# design 1

$ cat config.mk
export PLATFORM = sky130hd
export DESIGN_NAME = stage_memory
export DESIGN_NICKNAME = d
export VERILOG_FILES = /design/src/rtl/stage_memory.sv
export SDC_FILE = /design/constraint.sdc
export NUM_CORES = 1
export LEC_CHECK = 0
export CORE_AREA = 3 3 140 142
export DETAILED_ROUTE_END_ITERATION = 12
export DIE_AREA = 0 0 143 145
export DONT_BUFFER_PORTS = 1
export GPL_TIMING_DRIVEN = 0
export PLACE_DENSITY_LB_ADDON = 0.25
export SYNTH_ARGS = -nofsm -noshare
export SYNTH_HDL_FRONTEND = slang
export SYNTH_SLANG_ARGS = --single-unit
$ cat constraint.sdc
create_clock -name clk -period 2.7 [get_ports clk]
set_clock_uncertainty 0.05 [all_clocks]
set_input_delay 0.405 -clock clk [delete_from_list [all_inputs] [get_ports clk]]
set_output_delay 0.405 -clock clk [all_outputs]
set_load 0.01 [all_outputs]
$ cat src/rtl/stage_memory.sv
// Memory stage: exception-cause types shared with the pipeline, and the load/store engine.
// Latency: one cycle to the write stage; a bus access adds one cycle per unacknowledged request cycle.
// Backpressure: mem_stall holds execute while a request is outstanding; a flush drains the bus first.

package stage_memory_pkg;
    typedef logic [3:0] ecause_t;
    localparam ecause_t ECAUSE_LALIGN = 4'd4;
    localparam ecause_t ECAUSE_SALIGN = 4'd6;
endpackage

module stage_memory
    import stage_memory_pkg::*;
(
    input  logic        clk,
    input  logic        reset,
    // from execute
    input  logic        mem_valid,
    input  logic        mem_exc,
    input  ecause_t     mem_exc_cause,
    input  logic [31:2] mem_pc,
    input  logic [31:0] mem_data0,
    input  logic [31:0] mem_data1,
    input  logic        mem_read,
    input  logic        mem_write,
    input  logic        mem_extend,
    input  logic [1:0]  mem_width,
    input  logic [4:0]  wb_reg,
    // from write stage
    input  logic        wb_exc,
    // data bus
    output logic        dbus_req,
    output logic        dbus_we,
    output logic [31:2] dbus_addr,
    output logic [3:0]  dbus_be,
    output logic [31:0] dbus_wdata,
    input  logic        dbus_ack,
    input  logic [31:0] dbus_rdata,
    // to execute / forwarding
    output logic        mem_stall,
    output logic [31:0] mem_forward_data,
    // to write stage
    output logic        wb_valid,
    output logic        wb_exc_r,
    output ecause_t     wb_exc_cause,
    output logic [31:2] wb_pc,
    output logic [31:0] wb_data,
    output logic [4:0]  wb_reg_r
);

    localparam logic [1:0] ST_IDLE  = 2'd0;
    localparam logic [1:0] ST_BUSY  = 2'd1;
    localparam logic [1:0] ST_DRAIN = 2'd2;

    logic [1:0]  state;
    logic [1:0]  state_nxt;
    logic        acc;
    logic        align_fault;
    logic        exc;
    ecause_t     cause;
    logic        req_idle;
    logic [3:0]  be_c;
    logic [31:0] wdata_c;
    logic [31:0] rdata_sh;
    logic [31:0] load_data;

    // Bus fields captured at launch so an outstanding request cannot drift if
    // execute changes its outputs around a flush.
    logic        hold_we;
    logic [31:2] hold_addr;
    logic [3:0]  hold_be;
    logic [31:0] hold_wdata;

    assign acc = mem_valid & (mem_read | mem_write);

    // Misalignment is only reported when no earlier exception is already travelling.
    assign align_fault = acc & ~mem_exc &
                         (((mem_width == 2'd1) & mem_data0[0]) |
                          ((mem_width == 2'd2) & (mem_data0[1:0] != 2'b00)));

    assign exc   = mem_exc | align_fault;
    assign cause = mem_exc ? mem_exc_cause : (mem_read ? ECAUSE_LALIGN : ECAUSE_SALIGN);

    // New requests are suppressed while reset is held so a reset mid-access drops the bus.
    assign req_idle = acc & ~exc & ~wb_exc & ~reset;

    // Byte enables and lane-replicated store data from width and low address bits.
    always_comb begin
        be_c    = 4'b1111;
        wdata_c = mem_data1;
        case (mem_width)
            2'd0: begin
                be_c    = 4'b0001 << mem_data0[1:0];
                wdata_c = {4{mem_data1[7:0]}};
            end
            2'd1: begin
                be_c    = 4'b0011 << mem_data0[1:0];
                wdata_c = {2{mem_data1[15:0]}};
            end
            default: begin
                be_c    = 4'b1111;
                wdata_c = mem_data1;
            end
        endcase
    end

    assign rdata_sh = dbus_rdata >> {mem_data0[1:0], 3'b000};

    // Load data: align the addressed lane down, then truncate and extend to width.
    always_comb begin
        load_data = rdata_sh;
        case (mem_width)
            2'd0:    load_data = mem_extend ? {{24{rdata_sh[7]}}, rdata_sh[7:0]}
                                            : {24'd0, rdata_sh[7:0]};
            2'd1:    load_data = mem_extend ? {{16{rdata_sh[15]}}, rdata_sh[15:0]}
                                            : {16'd0, rdata_sh[15:0]};
            default: load_data = rdata_sh;
        endcase
    end

    // Request and next-state logic; BUSY and DRAIN keep requesting until acknowledged.
    always_comb begin
        state_nxt = state;
        dbus_req  = 1'b0;
        case (state)
            ST_IDLE: begin
                dbus_req = req_idle;
                if (req_idle & ~dbus_ack)
                    state_nxt = ST_BUSY;
            end
            ST_BUSY: begin
                dbus_req = 1'b1;
                if (dbus_ack)
                    state_nxt = ST_IDLE;
                else if (wb_exc)
                    state_nxt = ST_DRAIN;
            end
            ST_DRAIN: begin
                dbus_req = 1'b1;
                if (dbus_ack)
                    state_nxt = ST_IDLE;
            end
            default: begin
                dbus_req  = 1'b0;
                state_nxt = ST_IDLE;
            end
        endcase
    end

    assign dbus_we    = (state == ST_IDLE) ? mem_write          : hold_we;
    assign dbus_addr  = (state == ST_IDLE) ? mem_data0[31:2]    : hold_addr;
    assign dbus_be    = (state == ST_IDLE) ? be_c               : hold_be;
    assign dbus_wdata = (state == ST_IDLE) ? wdata_c            : hold_wdata;

    assign mem_stall        = dbus_req & ~dbus_ack;
    assign mem_forward_data = mem_read ? load_data : mem_data0;

    // FSM state register.
    always_ff @(posedge clk) begin
        if (reset)
            state <= ST_IDLE;
        else
            state <= state_nxt;
    end

    // Capture the bus fields on the cycle a request launches from IDLE.
    always_ff @(posedge clk) begin
        if (reset) begin
            hold_we    <= 1'b0;
            hold_addr  <= '0;
            hold_be    <= '0;
            hold_wdata <= '0;
        end else if (state == ST_IDLE) begin
            hold_we    <= mem_write;
            hold_addr  <= mem_data0[31:2];
            hold_be    <= be_c;
            hold_wdata <= wdata_c;
        end
    end

    // Write-stage pipeline register; a drained access retires nothing.
    always_ff @(posedge clk) begin
        if (reset) begin
            wb_valid     <= 1'b0;
            wb_exc_r     <= 1'b0;
            wb_exc_cause <= '0;
            wb_pc        <= '0;
            wb_data      <= '0;
            wb_reg_r     <= '0;
        end else begin
            wb_valid     <= mem_valid & ~mem_stall & ~exc & ~wb_exc & (state != ST_DRAIN);
            wb_exc_r     <= exc & ~mem_stall & ~wb_exc;
            wb_exc_cause <= cause;
            if (!mem_stall) begin
                wb_pc    <= mem_pc;
                wb_reg_r <= wb_reg;
                wb_data  <= (mem_read & ~exc) ? load_data : mem_data0;
            end
        end
    end

endmodule

# design 2

<file path="src/rtl/ffn_read_sequencer_pkg.sv">
// Shared network constants, sequencer state encoding and a width helper
// for the FFN read sequencer slice.
package ffn_read_sequencer_pkg;

   localparam int NUM_KERNELS  = 2;
   localparam int FFN_IN_WIDTH = 22;
   localparam int FFN_DEPTH    = 16;

   typedef enum logic [1:0] {
      IDLE  = 2'd0,
      RUN   = 2'd1,
      DRAIN = 2'd2
   } rdseq_state_t;

   // Bits needed to index 'value' items; never less than one bit.
   function automatic int rdseq_clog2(input int value);
      int w;
      w = 1;
      while ((1 << w) < value) w++;
      return w;
   endfunction

endpackage

</file>
<file path="src/rtl/ffn_read_sequencer_if.sv">
// SRAM read bus plus the output word stream of the FFN read sequencer.
// Stream handshake: a word moves only in a cycle where out_valid and
// out_ready are both high; once out_valid rises it stays high, with
// out_data/out_port/out_last frozen, until that transfer happens.
interface ffn_read_sequencer_if #(
   parameter int NUM_PORTS = 2,
   parameter int DATA_W    = 22,
   parameter int ADDR_W    = 4,
   parameter int PORT_W    = 1
);
   logic [NUM_PORTS-1:0]        rd_en;
   logic [ADDR_W-1:0]           rd_addr;
   logic [DATA_W*NUM_PORTS-1:0] rd_data_vector;
   logic [DATA_W-1:0]           out_data;
   logic [PORT_W-1:0]           out_port;
   logic                        out_last;
   logic                        out_valid;
   logic                        out_ready;

   modport master (
      output rd_en, rd_addr, out_data, out_port, out_last, out_valid,
      input  rd_data_vector, out_ready
   );

   modport slave (
      input  rd_en, rd_addr, out_data, out_port, out_last, out_valid,
      output rd_data_vector, out_ready
   );
endinterface

</file>
<file path="src/rtl/ffn_rdseq_fifo2.sv">
// Two-entry register FIFO holding sampled SRAM words with their port and
// last tags. Entries are cleared on reset so the head reads as zero.
module ffn_rdseq_fifo2 #(
   parameter int DATA_W = 22,
   parameter int PORT_W = 1
) (
   input  logic              clock,
   input  logic              reset,
   input  logic              push,
   input  logic [DATA_W-1:0] push_data,
   input  logic [PORT_W-1:0] push_port,
   input  logic              push_last,
   input  logic              pop,
   output logic [DATA_W-1:0] head_data,
   output logic [PORT_W-1:0] head_port,
   output logic              head_last,
   output logic [1:0]        count
);
   logic [DATA_W-1:0] data_q [2];
   logic [PORT_W-1:0] port_q [2];
   logic              last_q [2];
   logic              wr_ptr;
   logic              rd_ptr;

   // Storage, pointers and occupancy; push and pop may share a cycle.
   always_ff @(posedge clock) begin
      if (reset) begin
         data_q[0] <= '0;
         data_q[1] <= '0;
         port_q[0] <= '0;
         port_q[1] <= '0;
         last_q[0] <= 1'b0;
         last_q[1] <= 1'b0;
         wr_ptr    <= 1'b0;
         rd_ptr    <= 1'b0;
         count     <= 2'd0;
      end else begin
         if (push) begin
            data_q[wr_ptr] <= push_data;
            port_q[wr_ptr] <= push_port;
            last_q[wr_ptr] <= push_last;
            wr_ptr         <= ~wr_ptr;
         end
         if (pop) rd_ptr <= ~rd_ptr;
         case ({push, pop})
            2'b10:   count <= count + 2'd1;
            2'b01:   count <= count - 2'd1;
            default: count <= count;
         endcase
      end
   end

   assign head_data = data_q[rd_ptr];
   assign head_port = port_q[rd_ptr];
   assign head_last = last_q[rd_ptr];

endmodule

</file>
<file path="src/rtl/ffn_read_sequencer.sv">
// FFN read sequencer: on start, reads DEPTH words from each of NUM_PORTS
// kernel SRAMs over a shared address bus and streams them out.
// Build macro FFN_RDSEQ_INTERLEAVE_EN selects address-major order
// (all ports at address 0, then address 1, ...); default is port-major.
module ffn_read_sequencer
   import ffn_read_sequencer_pkg::*;
#(
   parameter int NUM_PORTS = NUM_KERNELS,
   parameter int DATA_W    = FFN_IN_WIDTH,
   parameter int DEPTH     = FFN_DEPTH,
   parameter int ADDR_W    = rdseq_clog2(DEPTH),
   parameter int PORT_W    = rdseq_clog2(NUM_PORTS)
) (
   input  logic                clock,
   input  logic                reset,
   input  logic                start,
   output logic                busy,
   output logic                done,
   output rdseq_state_t        fsm_state,
   ffn_read_sequencer_if.master bus
);
   localparam logic [PORT_W-1:0] LAST_P = PORT_W'(NUM_PORTS - 1);
   localparam logic [ADDR_W-1:0] LAST_A = ADDR_W'(DEPTH - 1);

   rdseq_state_t      state_q;
   rdseq_state_t      state_d;
   logic [PORT_W-1:0] port_cnt;
   logic [ADDR_W-1:0] addr_cnt;
   logic              inflight;
   logic [PORT_W-1:0] infl_port;
   logic              infl_last;
   logic [1:0]        fifo_count;
   logic [2:0]        occupancy;
   logic              pop;
   logic              issue;
   logic              credit_ok;
   logic              last_pair;
   logic [DATA_W-1:0] push_data;

   assign pop       = bus.out_valid & bus.out_ready;
   // Words buffered or in flight, less the one leaving this cycle, must
   // leave room for one more so the FIFO never overflows; counting the
   // pop keeps the stream at one word per cycle with ready held high.
   assign occupancy = {1'b0, fifo_count} + {2'b00, inflight};
   assign credit_ok = (occupancy - {2'b00, pop}) < 3'd2;
   assign last_pair = (port_cnt == LAST_P) && (addr_cnt == LAST_A);
   assign issue     = (state_q == RUN) && credit_ok;

   // State register.
   always_ff @(posedge clock) begin
      if (reset) state_q <= IDLE;
      else       state_q <= state_d;
   end

   // Next state and done pulse.
   always_comb begin
      state_d = state_q;
      done    = 1'b0;
      case (state_q)
         IDLE:  if (start) state_d = RUN;
         RUN:   if (issue && last_pair) state_d = DRAIN;
         DRAIN: begin
            if (pop && bus.out_last) begin
               state_d = IDLE;
               done    = 1'b1;
            end
         end
         default: state_d = IDLE;
      endcase
   end

   // Port/address walk: cleared on an accepted start, stepped per read.
   always_ff @(posedge clock) begin
      if (reset || (state_q == IDLE && start)) begin
         port_cnt <= '0;
         addr_cnt <= '0;
      end else if (issue) begin
`ifdef FFN_RDSEQ_INTERLEAVE_EN
         if (port_cnt == LAST_P) begin
            port_cnt <= '0;
            addr_cnt <= addr_cnt + 1'b1;
         end else begin
            port_cnt <= port_cnt + 1'b1;
         end
`else
         if (addr_cnt == LAST_A) begin
            addr_cnt <= '0;
            port_cnt <= port_cnt + 1'b1;
         end else begin
            addr_cnt <= addr_cnt + 1'b1;
         end
`endif
      end
   end

   // Tags travel one cycle behind the read to meet the SRAM data.
   always_ff @(posedge clock) begin
      if (reset) begin
         inflight  <= 1'b0;
         infl_port <= '0;
         infl_last <= 1'b0;
      end else begin
         inflight  <= issue;
         infl_port <= port_cnt;
         infl_last <= last_pair;
      end
   end

   assign push_data = bus.rd_data_vector[infl_port*DATA_W +: DATA_W];

   ffn_rdseq_fifo2 #(
      .DATA_W (DATA_W),
      .PORT_W (PORT_W)
   ) u_fifo (
      .clock     (clock),
      .reset     (reset),
      .push      (inflight),
      .push_data (push_data),
      .push_port (infl_port),
      .push_last (infl_last),
      .pop       (pop),
      .head_data (bus.out_data),
      .head_port (bus.out_port),
      .head_last (bus.out_last),
      .count     (fifo_count)
   );

   assign bus.out_valid = (fifo_count != 2'd0);
   assign bus.rd_en     = issue ? (NUM_PORTS'(1) << port_cnt) : '0;
   assign bus.rd_addr   = issue ? addr_cnt : '0;
   assign busy          = (state_q != IDLE);
   assign fsm_state     = state_q;

endmodule

</file>
<file path="src/flat_wrapper.sv">
// flat-port wrapper written by rule: the top's interface ports become plain ports
module ffn_read_sequencer_flat import ffn_read_sequencer_pkg::*;
#(
   parameter int NUM_PORTS = NUM_KERNELS,
   parameter int DATA_W    = FFN_IN_WIDTH,
   parameter int DEPTH     = FFN_DEPTH,
   parameter int ADDR_W    = rdseq_clog2(DEPTH),
   parameter int PORT_W    = rdseq_clog2(NUM_PORTS)
)
  (clock, reset, start, busy, done, fsm_state, bus_rd_en, bus_rd_addr, bus_out_data, bus_out_port, bus_out_last, bus_out_valid, bus_rd_data_vector, bus_out_ready);
  ffn_read_sequencer_if #(.NUM_PORTS(NUM_PORTS), .DATA_W(DATA_W), .ADDR_W(ADDR_W), .PORT_W(PORT_W)) bus_i ();
  input  logic clock;
  input  logic reset;
  input  logic start;
  output logic busy;
  output logic done;
  output rdseq_state_t fsm_state;
  output wire logic [$bits(bus_i.rd_en)-1:0] bus_rd_en;
  output wire logic [$bits(bus_i.rd_addr)-1:0] bus_rd_addr;
  output wire logic [$bits(bus_i.out_data)-1:0] bus_out_data;
  output wire logic [$bits(bus_i.out_port)-1:0] bus_out_port;
  output wire logic [$bits(bus_i.out_last)-1:0] bus_out_last;
  output wire logic [$bits(bus_i.out_valid)-1:0] bus_out_valid;
  input wire logic [$bits(bus_i.rd_data_vector)-1:0] bus_rd_data_vector;
  input wire logic [$bits(bus_i.out_ready)-1:0] bus_out_ready;
  assign bus_rd_en = bus_i.rd_en;
  assign bus_rd_addr = bus_i.rd_addr;
  assign bus_out_data = bus_i.out_data;
  assign bus_out_port = bus_i.out_port;
  assign bus_out_last = bus_i.out_last;
  assign bus_out_valid = bus_i.out_valid;
  assign bus_i.rd_data_vector = bus_rd_data_vector;
  assign bus_i.out_ready = bus_out_ready;
  ffn_read_sequencer #(.NUM_PORTS(NUM_PORTS), .DATA_W(DATA_W), .DEPTH(DEPTH), .ADDR_W(ADDR_W), .PORT_W(PORT_W)) u_core (.clock(clock), .reset(reset), .start(start), .busy(busy), .done(done), .fsm_state(fsm_state), .bus(bus_i));
endmodule
</file>
<file path="config.mk">
export PLATFORM = sky130hd
export DESIGN_NAME = ffn_read_sequencer_flat
export DESIGN_NICKNAME = d
export VERILOG_FILES = /design/src/rtl/ffn_read_sequencer_pkg.sv /design/src/rtl/ffn_read_sequencer_if.sv /design/src/rtl/ffn_rdseq_fifo2.sv /design/src/rtl/ffn_read_sequencer.sv /design/src/flat_wrapper.sv
export SDC_FILE = /design/constraint.sdc
export NUM_CORES = 1
export LEC_CHECK = 0
export CORE_MARGIN = 5
export CORE_UTILIZATION = 25
export CTS_CLUSTER_DIAMETER = 30
export DETAILED_ROUTE_END_ITERATION = 7
export GPL_TIMING_DRIVEN = 0
export MAX_ROUTING_LAYER = met4
export PLACE_DENSITY = 0.49
export SLEW_MARGIN = 20
export SYNTH_ARGS = -nofsm -noshare
export SYNTH_HDL_FRONTEND = slang
export SYNTH_SLANG_ARGS = --single-unit
</file>
<file path="constraint.sdc">
create_clock -name clock -period 3.24 [get_ports clock]
set_clock_uncertainty 0.1 [all_clocks]
set_input_delay 0.648 -clock clock [delete_from_list [all_inputs] [get_ports clock]]
set_output_delay 0.648 -clock clock [all_outputs]
set_load 0.005 [all_outputs]
</file>
# design 3

## src/rtl/commit_ctl.sv

```systemverilog
// In-order commit controller: retires one ROB head entry per cycle and, on an
// exception, sequences flush, trap CSR update and front-end redirect.
module commit_ctl #(
    parameter int REG_NUM = 32,
    parameter int XLEN    = 64,
    parameter int EXC_W   = 4,
    parameter int CNT_W   = 64,
    localparam int RegIdxLen = $clog2(REG_NUM)
) (
    input  logic                 clk_i,
    input  logic                 rst_ni,
    input  logic                 rob_valid_i,
    output logic                 rob_ready_o,
    input  logic                 rob_rd_we_i,
    input  logic [RegIdxLen-1:0] rob_rd_idx_i,
    input  logic [XLEN-1:0]      rob_value_i,
    input  logic                 rob_except_i,
    input  logic [EXC_W-1:0]     rob_except_code_i,
    input  logic [XLEN-1:0]      rob_pc_i,
    input  logic [XLEN-1:0]      mtvec_i,
    output logic                 rf_we_o,
    output logic [RegIdxLen-1:0] rf_rd_idx_o,
    output logic [XLEN-1:0]      rf_value_o,
    output logic                 regstat_comm_valid_o,
    output logic [RegIdxLen-1:0] regstat_comm_rd_idx_o,
    output logic                 flush_o,
    output logic                 csr_exc_valid_o,
    output logic [XLEN-1:0]      csr_mepc_o,
    output logic [EXC_W-1:0]     csr_mcause_o,
    output logic                 fe_redirect_valid_o,
    output logic [XLEN-1:0]      fe_redirect_pc_o,
    input  logic                 fe_redirect_ready_i,
    output logic [CNT_W-1:0]     commit_cnt_o
);

    typedef enum logic [1:0] {
        RUN      = 2'd0,
        EXCEPT   = 2'd1,
        REDIRECT = 2'd2
    } state_t;

    state_t                 r_state;
    state_t                 w_state_next;
    logic                   w_handshake;
    logic                   w_commit;
    logic                   w_trap;
    logic                   w_rf_write;

    logic                   r_rf_we;
    logic [RegIdxLen-1:0]   r_rf_rd_idx;
    logic [XLEN-1:0]        r_rf_value;
    logic                   r_regstat_valid;
    logic [RegIdxLen-1:0]   r_regstat_idx;
    logic                   r_flush;
    logic                   r_csr_exc_valid;
    logic [XLEN-1:0]        r_csr_mepc;
    logic [EXC_W-1:0]       r_csr_mcause;
    logic [XLEN-3:0]        r_mtvec_base;
    logic                   r_redirect_valid;
    logic [XLEN-1:0]        r_redirect_pc;
    logic [CNT_W-1:0]       r_commit_cnt;

    assign rob_ready_o = (r_state == RUN);
    assign w_handshake = rob_valid_i && rob_ready_o;
    assign w_commit    = w_handshake && !rob_except_i;
    assign w_trap      = w_handshake && rob_except_i;
    // x0 is hardwired zero, so it never produces a write or a busy-counter decrement
    assign w_rf_write  = w_commit && rob_rd_we_i && (rob_rd_idx_i != '0);

    always_comb begin
        w_state_next = r_state;
        case (r_state)
            RUN:      if (w_trap) w_state_next = EXCEPT;
            EXCEPT:   w_state_next = REDIRECT;
            REDIRECT: if (fe_redirect_ready_i) w_state_next = RUN;
            default:  w_state_next = RUN;
        endcase
    end

    always_ff @(posedge clk_i or negedge rst_ni) begin
        if (!rst_ni) begin
            r_state <= RUN;
        end else begin
            r_state <= w_state_next;
        end
    end

    always_ff @(posedge clk_i or negedge rst_ni) begin
        if (!rst_ni) begin
            r_rf_we          <= 1'b0;
            r_rf_rd_idx      <= '0;
            r_rf_value       <= '0;
            r_regstat_valid  <= 1'b0;
            r_regstat_idx    <= '0;
            r_flush          <= 1'b0;
            r_csr_exc_valid  <= 1'b0;
            r_csr_mepc       <= '0;
            r_csr_mcause     <= '0;
            r_mtvec_base     <= '0;
            r_redirect_valid <= 1'b0;
            r_redirect_pc    <= '0;
            r_commit_cnt     <= '0;
        end else begin
            r_rf_we         <= w_rf_write;
            r_regstat_valid <= w_rf_write;
            if (w_rf_write) begin
                r_rf_rd_idx   <= rob_rd_idx_i;
                r_rf_value    <= rob_value_i;
                r_regstat_idx <= rob_rd_idx_i;
            end
            if (w_commit) begin
                r_commit_cnt <= r_commit_cnt + {{(CNT_W-1){1'b0}}, 1'b1};
            end
            if (w_trap) begin
                r_csr_mepc   <= rob_pc_i;
                r_csr_mcause <= rob_except_code_i;
                r_mtvec_base <= mtvec_i[XLEN-1:2];
            end
            // Flush and CSR strobes are high for exactly the EXCEPT cycle
            r_flush         <= (w_state_next == EXCEPT);
            r_csr_exc_valid <= (w_state_next == EXCEPT);
            r_redirect_valid <= (w_state_next == REDIRECT);
            if (r_state == EXCEPT) begin
                r_redirect_pc <= {r_mtvec_base, 2'b00};
            end
        end
    end

    assign rf_we_o               = r_rf_we;
    assign rf_rd_idx_o           = r_rf_rd_idx;
    assign rf_value_o            = r_rf_value;
    assign regstat_comm_valid_o  = r_regstat_valid;
    assign regstat_comm_rd_idx_o = r_regstat_idx;
    assign flush_o               = r_flush;
    assign csr_exc_valid_o       = r_csr_exc_valid;
    assign csr_mepc_o            = r_csr_mepc;
    assign csr_mcause_o          = r_csr_mcause;
    assign fe_redirect_valid_o   = r_redirect_valid;
    assign fe_redirect_pc_o      = r_redirect_pc;
    assign commit_cnt_o          = r_commit_cnt;

endmodule

```

## config.mk

```make
export PLATFORM = sky130hd
export DESIGN_NAME = commit_ctl
export DESIGN_NICKNAME = d
export VERILOG_FILES = /design/src/rtl/commit_ctl.sv
export SDC_FILE = /design/constraint.sdc
export NUM_CORES = 1
export LEC_CHECK = 0
export CAP_MARGIN = 10
export CORE_AREA = 5 5 185 187
export DETAILED_ROUTE_END_ITERATION = 8
export DIE_AREA = 0 0 190 192
export HOLD_SLACK_MARGIN = 0.08
export PLACE_DENSITY_LB_ADDON = 0.3
export SYNTH_ARGS = -nofsm -noshare
export SYNTH_HDL_FRONTEND = slang
export SYNTH_SLANG_ARGS = --single-unit
```

## constraint.sdc

```tcl
create_clock -name clk_i -period 3.7 [get_ports clk_i]
set_input_delay 0.555 -clock clk_i [delete_from_list [all_inputs] [get_ports clk_i]]
set_output_delay 0.555 -clock clk_i [all_outputs]
set_load 0.05 [all_outputs]
```

# design 4

**config.mk**
```make
export PLATFORM = sky130hd
export DESIGN_NAME = cc_frame_sequencer
export DESIGN_NICKNAME = d
export VERILOG_FILES = /design/src/rtl/cc_frame_sequencer_pkg.sv /design/src/rtl/cc_frame_sequencer.sv
export SDC_FILE = /design/constraint.sdc
export NUM_CORES = 1
export LEC_CHECK = 0
export CORE_MARGIN = 3
export CORE_UTILIZATION = 55
export CTS_CLUSTER_DIAMETER = 60
export DETAILED_ROUTE_END_ITERATION = 6
export PLACE_DENSITY = 0.84
export SYNTH_ARGS = -nofsm -noshare
export SYNTH_HDL_FRONTEND = slang
export SYNTH_SLANG_ARGS = --single-unit
```
**constraint.sdc**
```tcl
create_clock -name clk -period 4.1 [get_ports clk]
set_input_delay 0.615 -clock clk [delete_from_list [all_inputs] [get_ports clk]]
set_output_delay 0.615 -clock clk [all_outputs]
set_load 0.02 [all_outputs]
```
**src/rtl/cc_frame_sequencer_pkg.sv**
```systemverilog
// CCHW: shared types for the frame sequencer.
// Holds the state enum and the 3-bit encoding exported on stateOut.
package CCHW;

  localparam int STATE_W = 3;

  typedef enum logic [STATE_W-1:0] {
    ST_IDLE     = 3'd0,
    ST_DELAY    = 3'd1,
    ST_WAIT_NF  = 3'd2,
    ST_WAIT_LV  = 3'd3,
    ST_WAIT_LED = 3'd4
  } state_t;

endpackage

```
**src/rtl/cc_frame_sequencer.sv**
```systemverilog
// cc_frame_sequencer: per-frame start sequencing for NoteFinder,
// LinearVisualizer and the LED driver channels.
//
//   state       | meaning
//   ------------+-----------------------------------------------------
//   ST_IDLE     | waiting for a divided sample-read trigger
//   ST_DELAY    | down-counting to the NoteFinder start
//   ST_WAIT_NF  | NoteFinder running, waiting for nfDone
//   ST_WAIT_LV  | visualizer running, waiting for lvDone
//   ST_WAIT_LED | LED drivers running, collecting per-channel done flags
//
// Optional build macro CC_SEQ_WATCHDOG_EN adds a wait-state watchdog
// that aborts the frame and raises a sticky timeout flag.
module cc_frame_sequencer
  import CCHW::*;
#(
  parameter int CHANNELS    = 2,
  parameter int START_DELAY = 4,
  parameter int FRAME_DIV   = 1,
  parameter int CNT_W       = 16,
  parameter int WDOG_CYCLES = 1000000
) (
  input  logic                clk,
  input  logic                rst,
  input  logic                sampleRead,
  output logic                nfStart,
  input  logic                nfDone,
  output logic                lvStart,
  input  logic                lvDone,
  output logic [CHANNELS-1:0] ledStart,
  input  logic [CHANNELS-1:0] ledDone,
  output logic                busy,
  output logic [CNT_W-1:0]    frameCount,
  output logic [CNT_W-1:0]    dropCount,
  output logic                timeout,
  output logic [2:0]          stateOut
);

  localparam int DIV_W = (FRAME_DIV > 1) ? $clog2(FRAME_DIV) : 1;
  localparam int DLY_W = 8;

  // Reject out-of-range configuration at elaboration.
  if (CHANNELS < 1 || CHANNELS > 8 || START_DELAY < 1 || START_DELAY > 255 ||
      FRAME_DIV < 1 || FRAME_DIV > 65535 || CNT_W < 1 || WDOG_CYCLES < 1) begin : g_param_check
    $error("cc_frame_sequencer: parameter out of range");
  end

  state_t              state_q, state_d;
  logic [DIV_W-1:0]    div_q, div_d;
  logic [DLY_W-1:0]    dly_q, dly_d;
  logic [CHANNELS-1:0] flags_q, flags_d;
  logic [CNT_W-1:0]    frame_q, drop_q;
  logic                nf_start_q, lv_start_q;
  logic [CHANNELS-1:0] led_start_q;
  logic                trigger;
  logic                done_all;
  logic                frame_inc;
  logic                drop_inc;
  logic                lv_fire;
  logic                led_fire;

`ifdef CC_SEQ_WATCHDOG_EN
  localparam int WD_W = $clog2(WDOG_CYCLES + 1);
  logic [WD_W-1:0] wdog_q;
  logic            wdog_fire;
  logic            timeout_q;
  logic            in_wait;
  assign in_wait = (state_q == ST_WAIT_NF) || (state_q == ST_WAIT_LV) ||
                   (state_q == ST_WAIT_LED);
`endif

  // The divider runs in every state; the pulse that reaches FRAME_DIV fires.
  assign trigger  = sampleRead && (div_q == DIV_W'(FRAME_DIV - 1));
  assign div_d    = trigger ? '0 : (sampleRead ? div_q + 1'b1 : div_q);
  assign done_all = &(flags_q | ledDone);

  // Next-state, delay counter, done-flag and counter-event decode.
  always_comb begin
    state_d   = state_q;
    dly_d     = dly_q;
    flags_d   = flags_q;
    frame_inc = 1'b0;
    drop_inc  = 1'b0;
    lv_fire   = 1'b0;
    led_fire  = 1'b0;
`ifdef CC_SEQ_WATCHDOG_EN
    wdog_fire = 1'b0;
`endif
    unique case (state_q)
      ST_IDLE: begin
        if (trigger) begin
          state_d = ST_DELAY;
          dly_d   = DLY_W'(START_DELAY - 1);
        end
      end
      ST_DELAY: begin
        drop_inc = trigger;
        if (dly_q == '0) state_d = ST_WAIT_NF;
        else             dly_d   = dly_q - 1'b1;
      end
      ST_WAIT_NF: begin
        drop_inc = trigger;
        if (nfDone) begin
          state_d = ST_WAIT_LV;
          lv_fire = 1'b1;
        end
      end
      ST_WAIT_LV: begin
        drop_inc = trigger;
        if (lvDone) begin
          state_d  = ST_WAIT_LED;
          led_fire = 1'b1;
          flags_d  = '0;
        end
      end
      ST_WAIT_LED: begin
        flags_d = flags_q | ledDone;
        if (done_all) begin
          frame_inc = 1'b1;
          // A trigger landing on the completion cycle starts the next frame.
          if (trigger) begin
            state_d = ST_DELAY;
            dly_d   = DLY_W'(START_DELAY - 1);
          end else begin
            state_d = ST_IDLE;
          end
        end else begin
          drop_inc = trigger;
        end
      end
      default: state_d = ST_IDLE;
    endcase
`ifdef CC_SEQ_WATCHDOG_EN
    // A legitimate handshake in the expiry cycle takes precedence.
    if (in_wait && (state_d == state_q) && (wdog_q == WD_W'(WDOG_CYCLES - 1))) begin
      state_d   = ST_IDLE;
      wdog_fire = 1'b1;
    end
`endif
  end

  // State, counters and registered start pulses.
  always_ff @(posedge clk or negedge rst) begin
    if (!rst) begin
      state_q     <= ST_IDLE;
      div_q       <= '0;
      dly_q       <= '0;
      flags_q     <= '0;
      frame_q     <= '0;
      drop_q      <= '0;
      nf_start_q  <= 1'b0;
      lv_start_q  <= 1'b0;
      led_start_q <= '0;
    end else begin
      state_q     <= state_d;
      div_q       <= div_d;
      dly_q       <= dly_d;
      flags_q     <= flags_d;
      nf_start_q  <= (state_d == ST_DELAY) && (dly_d == '0);
      lv_start_q  <= lv_fire;
      led_start_q <= {CHANNELS{led_fire}};
      if (frame_inc) frame_q <= frame_q + 1'b1;
      if (drop_inc && (drop_q != '1)) drop_q <= drop_q + 1'b1;
    end
  end

`ifdef CC_SEQ_WATCHDOG_EN
  // Watchdog counts residency in wait states; any state change restarts it.
  always_ff @(posedge clk or negedge rst) begin
    if (!rst) begin
      wdog_q    <= '0;
      timeout_q <= 1'b0;
    end else begin
      if (state_d != state_q) wdog_q <= '0;
      else if (in_wait)       wdog_q <= wdog_q + 1'b1;
      if (wdog_fire) timeout_q <= 1'b1;
    end
  end
  assign timeout = timeout_q;
`else
  assign timeout = 1'b0;
`endif

  assign nfStart    = nf_start_q;
  assign lvStart    = lv_start_q;
  assign ledStart   = led_start_q;
  assign busy       = (state_q != ST_IDLE);
  assign frameCount = frame_q;
  assign dropCount  = drop_q;
  assign stateOut   = state_q;

endmodule

```

==> screenshots <==
Zoomed window.
picture 1
Bar = 5 µm. Region (85, 124) to (105, 144) µm. Cells in gray, sequential cells in the stronger gray; small squares are vias.
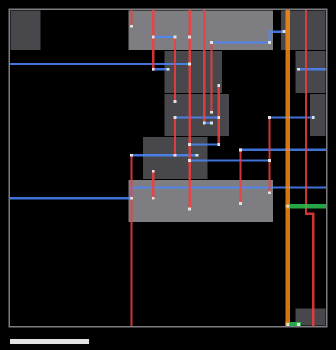
picture 2
Bar = 5 µm. Region (62, 92) to (82, 112) µm. Cells in gray, sequential cells in the stronger gray; small squares are vias.
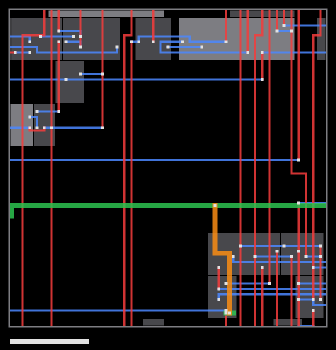
picture 3
Bar = 5 µm. Region (27, 41) to (47, 61) µm. Cells in gray, sequential cells in the stronger gray; small squares are vias.
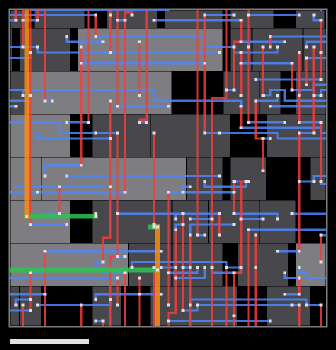
picture 4
Bar = 5 µm. Region (50, 73) to (70, 93) µm. Cells in gray, sequential cells in the stronger gray; small squares are vias.
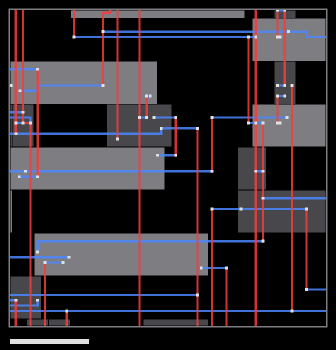
The one with the smallest die is picture 3.
- picture 2 = design 1
- picture 1 = design 3
- picture 4 = design 2
- picture 3 = design 4

design_1/logic_types.png
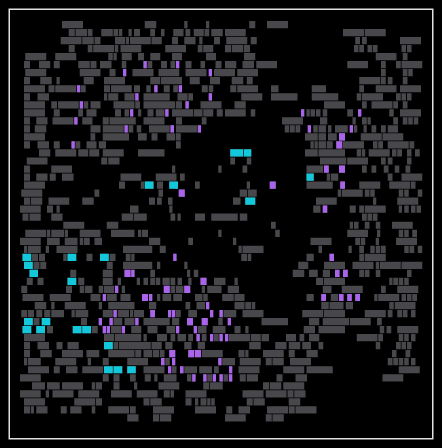
Key: non-inverting ao/oa cells = cyan [cells 22]; nor cells = purple [cells 83]
most frequent logic cell in the layout: dfxtp_1
Non-Filler Instances: 1073
multi-input combinational area share: 48.8%

design_1/metal_density.png
29 x 29 tiles, from white (low) to dark blue (high), scaled to the fullest tile. Values are wire area over tile area, all layers added.
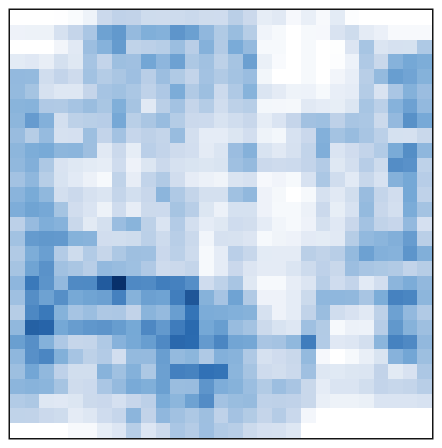
13% of the tiles are over half the peak. 5.5% of the tiles are nearly empty. The mean over all tiles is 0.21. The fullest tile reaches 0.72. The densest ninth of the die: south.
Avg WL per Cell: 24.2 µm
Vias: 6165
wirelength, routed: 25.9 mm

==> flow_summary_export.csv, design 1 <==
group,metric,value,unit
outcome,status,"completed",
floorplan,die_w,143,µm
clock_network,clkLatencyLatePin,0.41,ns
global_routing,grt-busiest-layer,"met2",
floorplan,fp_util,38.6,%
hold_path,hold_path_class,"in -> reg",
final_layout,fillerInstances,1867,
final_layout,layout-drive-gt1-share,19.3,%
synth,synth_area_per_cell,8.91,µm²
sta,timing.final.crit_period,2.53,ns
floorplan,chip_area,20700,µm²
synth,syn_nets,956,
placed_design,io_buffers,0,
global_routing,antenna_found_initial,2,
sta,worst_pin_slew,0.697,ns
power_and_ir_drop,seqPwrFrac,42.2,%
final_layout,nClkBuffers,19,
final_layout,final_core_util,43.7,%
sta,worst_slack,0.172,ns
synth,synthTopCellsByCount,"dfxtp_1, a21oi_1, and2_1",
final_layout,n_all_buffers,77,
worst_setup_path,worstPathMaxFanout,10,
final_layout,fin_area,8120,µm²
clock_network,cts_sinks,142,
drt,drt_iter0_drc,380,
final_layout,final_nets,975,
synth,ys_async_sr_fraction,0,%
clock_network,cts-root-buf,"clkbuf_16",
worst_setup_path,cp-end-kind,"primary output",
final_layout,multiInputCombCellCount,577,
## design 1: path summary, 6_finish.rpt
path	to	start	cells past startpoint
worst max-delay path	mem_forward_data[29]	mem_data0[0]	6
worst min-delay path	wb_valid	wb_exc	1
worst max register to register	wb_data[21]	state[0]	6
worst min register to register	wb_pc[17]	wb_pc[17]	2
## design 1: layer usage
metal	vias up	part of all wire, %
li1	2903	-
met1	2953	38
met2	275	49
met3	32	11
met4	2	2.0
met5	-	0.035
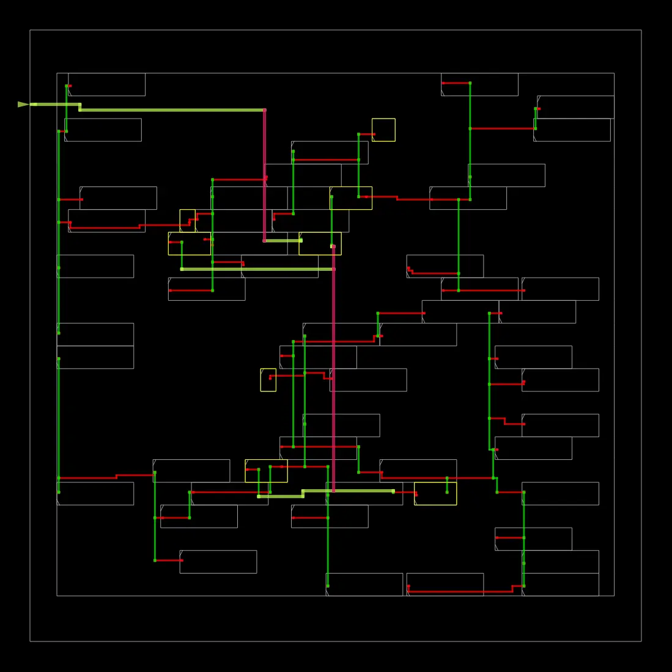
design_4/clocks.png
CTS sink cnt: 49
clock buffer count: 5
clk pwr: 0.280 mW

==> flow_summary_export.csv, design 4 <==
group,metric,value,unit
drt,wl_per_cell,14.8,µm
drt,vias,1948,
final_layout,final_core_util,72.8,%
final_layout,final_nets,303,
synth,yosysSeqAreaShare,49.4,%
worst_setup_path,startpoint_type,"flip-flop",
placed_design,io_buffers,46,
placed_design,gp_congestion,0.853,
clock_network,clkLatencyLatePin,0.30,ns
power_and_ir_drop,p_seq,0.717,mW
synth,synthTopCellsByCount,"dfrtp_1, nand2_1, nor2_1",
power_and_ir_drop,power_leader,"sequential cells",
worst_setup_path,r2r-start,"dly_q[0]",
hold_path,min_to,"frameCount[15]",
synth,syn_nets,258,
global_routing,grt_max_degree,50,
worst_setup_path,worstPathMaxFanout,12,
worst_setup_path,cp-end-kind,"flip-flop",
sta,hold_viol_final,0,
clock_network,cts_setup_buffers,0,
synth,xor_share,9.53,%
synth,ys_ff,49,
synth,aoi_share,10.0,%
floorplan,die_w,73.2,µm
power_and_ir_drop,p_comb_share,41.8,%
sta,worst_pin_slew,1.05,ns
power_and_ir_drop,ir_drop,0.397,mV
synth,synth.distinct_cells,50,
outcome,status,"completed",
worst_setup_path,cp.buffers_inverters,1,
drt,viasPerCell,5.68,
placed_design,hpwl,3.78,mm
final_layout,fin_area,3040,µm²
global_routing,grt_pass1_wl,8.38,mm
sta,maxSlewViolCount,0,
synth,area_leaders,"dfrtp_1, xnor2_1, nand2_1",
power_and_ir_drop,power.total,1.71,mW
final_layout,comb_area,1190,µm²
final_layout,layout-drive-gt1-share,6.48,%
worst_setup_path,cp_slowest_cell,"nor3b_1",
design 4: per-layer routing:
metal | vias up | GRT usage (%) | wire, µm
li1 | 957 | - | -
met1 | 949 | 27.0 | 2320
met2 | 37 | 33.3 | 2500
met3 | 5 | 4.13 | 216
met4 | 0 | 4.92 | 44
met5 | - | 0 | 0
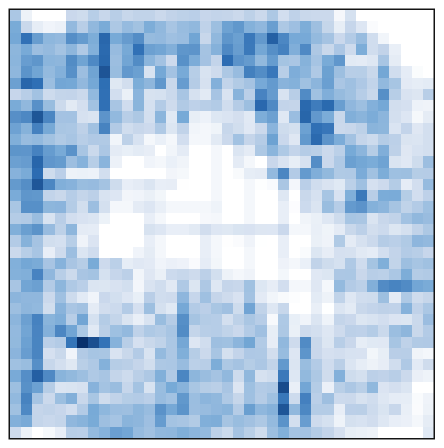
design_3/metal_density.png
38 x 38 tiles, from white (low) to dark blue (high), scaled to the fullest tile. Values are wire area over tile area, all layers added.
8.4% of the tiles are nearly empty. The emptiest ninth of the die: center. 14% of the tiles are over half the peak. The mean over all tiles is 0.17.
Vias: 9240
wirelength, routed: 36.6 mm
Avg WL per Cell: 18.8 µm

==> flow_summary_export.csv, design 3 <==
group,metric,value,unit
power_and_ir_drop,powerDensity,763,nW/µm²
sta,setup_viol,0,
final_layout,areaGrowthSynthToFinish,50.8,%
global_routing,grt_pass1_wl,56.8,mm
clock_network,htreeDepth,2,
placed_design,dp_slack,0.709,ns
final_layout,largestClassByArea,"sequential cells",
outcome,status,"completed",
floorplan,rows,66,
power_and_ir_drop,power.total,14.8,mW
placed_design,io_buffers,478,
worst_setup_path,critPathArrivalTime,2.01,ns
clock_network,cts_setup_buffers,0,
sta,maxSlewViolCount,0,
final_layout,final_core_util,60.0,%
power_and_ir_drop,ir_drop,0.536,mV
synth,synth-simple-area-share,12.0,%
global_routing,grtUsageMet3,6.98,%
drt,met1Wirelength,13.9,mm
synth,ff_type,"dfrtp_1",
synth,ys_async_sr_fraction,100,%
sta,timing.final.crit_share,69.3,%
sta,fin_setup_tns,0,ns
synth,synth_area_leader_cell,"dfrtp_1",
clock_network,clkLatencyLatePin,0.51,ns
sta,timing.final.crit_period,2.56,ns
worst_setup_path,crit_path_start,"r_state[0]",
power_and_ir_drop,intPower,8.93,mW
global_routing,gr-usage-all-layers,19.6,%
power_and_ir_drop,p_sw,5.87,mW
global_routing,antenna_found_initial,1,
clock_network,cts_sinks,330,
sta,clock-skew-final,0.0148,ns
synth,yosysWarnings,0,
drt,drc,0,
final_layout,clk_share,6.24,%
power_and_ir_drop,power_leader,"combinational logic",
sta,rsz0062_at_grt,"no",
[design 3: state kept, by name, summed over array words and instances, names as in the netlist]
signal and count:
commit_cnt_o 64, csr_mepc_o 64, rf_value_o 64, fe_redirect_pc_o 62
r_mtvec_base 62, regstat_comm_rd_idx_o 5, csr_mcause_o 4, r_state 2
csr_exc_valid_o 1, fe_redirect_valid_o 1, regstat_comm_valid_o 1
design_2/metal_density.png
24 x 24 tiles, from white (low) to dark blue (high), scaled to the fullest tile. Values are wire area over tile area, all layers added.
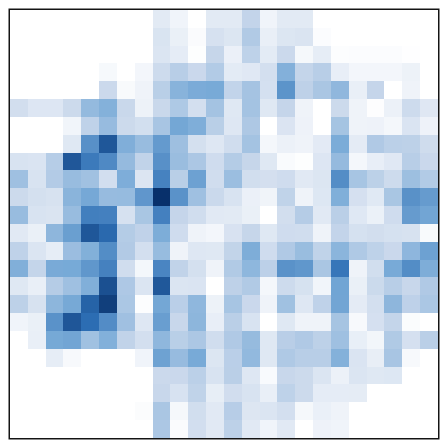
9.2% of the tiles are over half the peak. The mean over all tiles is 0.083. 23% of the tiles are nearly empty.
total global-route track usage: 11.2%
Avg WL per Cell: 15.3 µm
wirelength, routed: 7.57 mm
Vias: 2206

==> flow_summary_export.csv, design 2 <==
group,metric,value,unit
global_routing,grt_overflow,0,
hold_path,hold_start,"u_core.u_fifo.rd_ptr",
synth,xor_share,1.76,%
global_routing,grt_pass1_vias,2338,
run,tool_warnings,28,
sta,whs,0.412,ns
outcome,status,"completed",
worst_setup_path,r2r-start,"u_core.u_fifo.count[1]",
sta,timing.final.crit_share,98.5,%
final_layout,comb-cell-share,26.5,%
power_and_ir_drop,powerClk,0.991,mW
worst_setup_path,cp_slowest_cell,"fa_2",
floorplan,core-area,11600,µm²
clock_network,numCtsBuffers,9,
drt,wl_met3,362,µm
power_and_ir_drop,power_combinational,0.922,mW
clock_network,cts_sinks,63,
synth,synth_cells,245,
power_and_ir_drop,swShare,26.2,%
global_routing,grt_pass1_wl,12.0,mm
global_routing,grt_use_met2,18.5,%
[design 2: how the worst max path moves through the flow]
stage | start | to | slack, ns | cells after the start
6_report | u_core.u_fifo.count[1] | bus_rd_addr[0] | 0.05 | 9
5_1_grt | u_core.u_fifo.count[1] | bus_rd_addr[0] | -0.05 | 9
4_1_cts | bus_out_ready | bus_rd_addr[0] | 0.01 | 10
3_5_place_dp | bus_out_ready | bus_rd_en[0] | -0.95 | 10
3_3_place_gp | bus_out_ready | bus_rd_en[0] | -0.97 | 10
2_1_floorplan | bus_out_ready | bus_rd_en[0] | 0.19 | 8


==> screenshots <==
Gate families picked out.
panel A
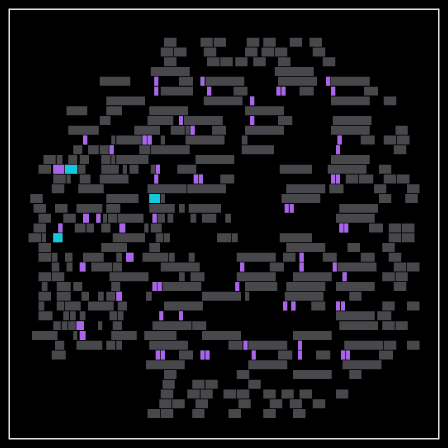
panel B
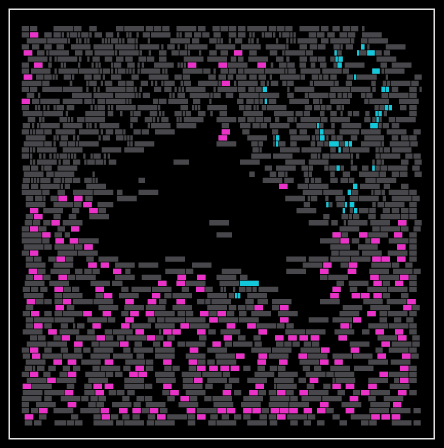
panel C
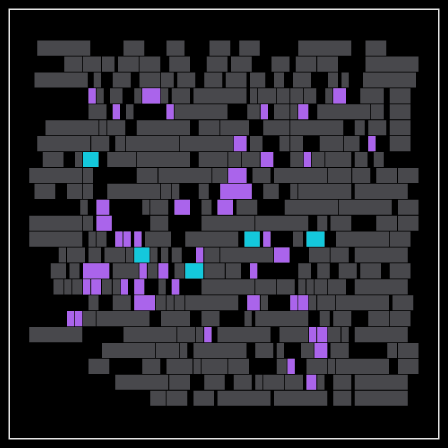
design 2: panel A
design 3: panel B
design 4: panel C


==> gallery <==
Pin placement.
image #1
Bar = 50 µm. Pins as bars across the die edge, other pins in gray.
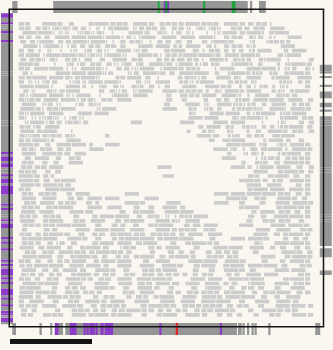
image #2
Bar = 20 µm. Pins as bars across the die edge, other pins in gray.
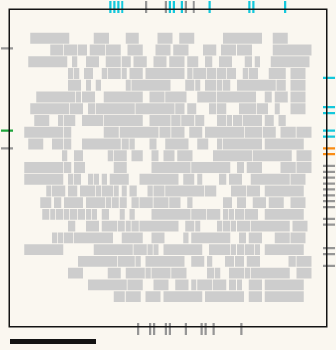
image #3
Bar = 50 µm. Pins as bars across the die edge, other pins in gray.
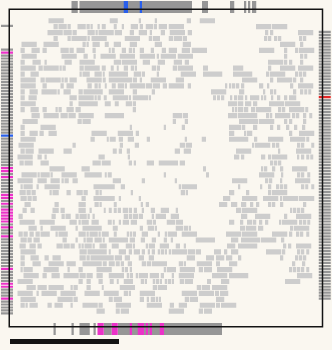
image #4
Bar = 20 µm. Pins as bars across the die edge, other pins in gray.
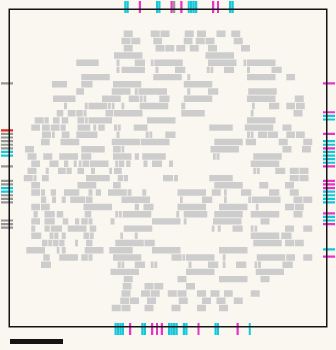
Of these, smallest die: image #2
Image #1 is design 3.
Image #2 is design 4.
Image #4 is design 2.
Image #3 is design 1.

Power figures rest on the tool's default switching activity, not on a simulated workload.
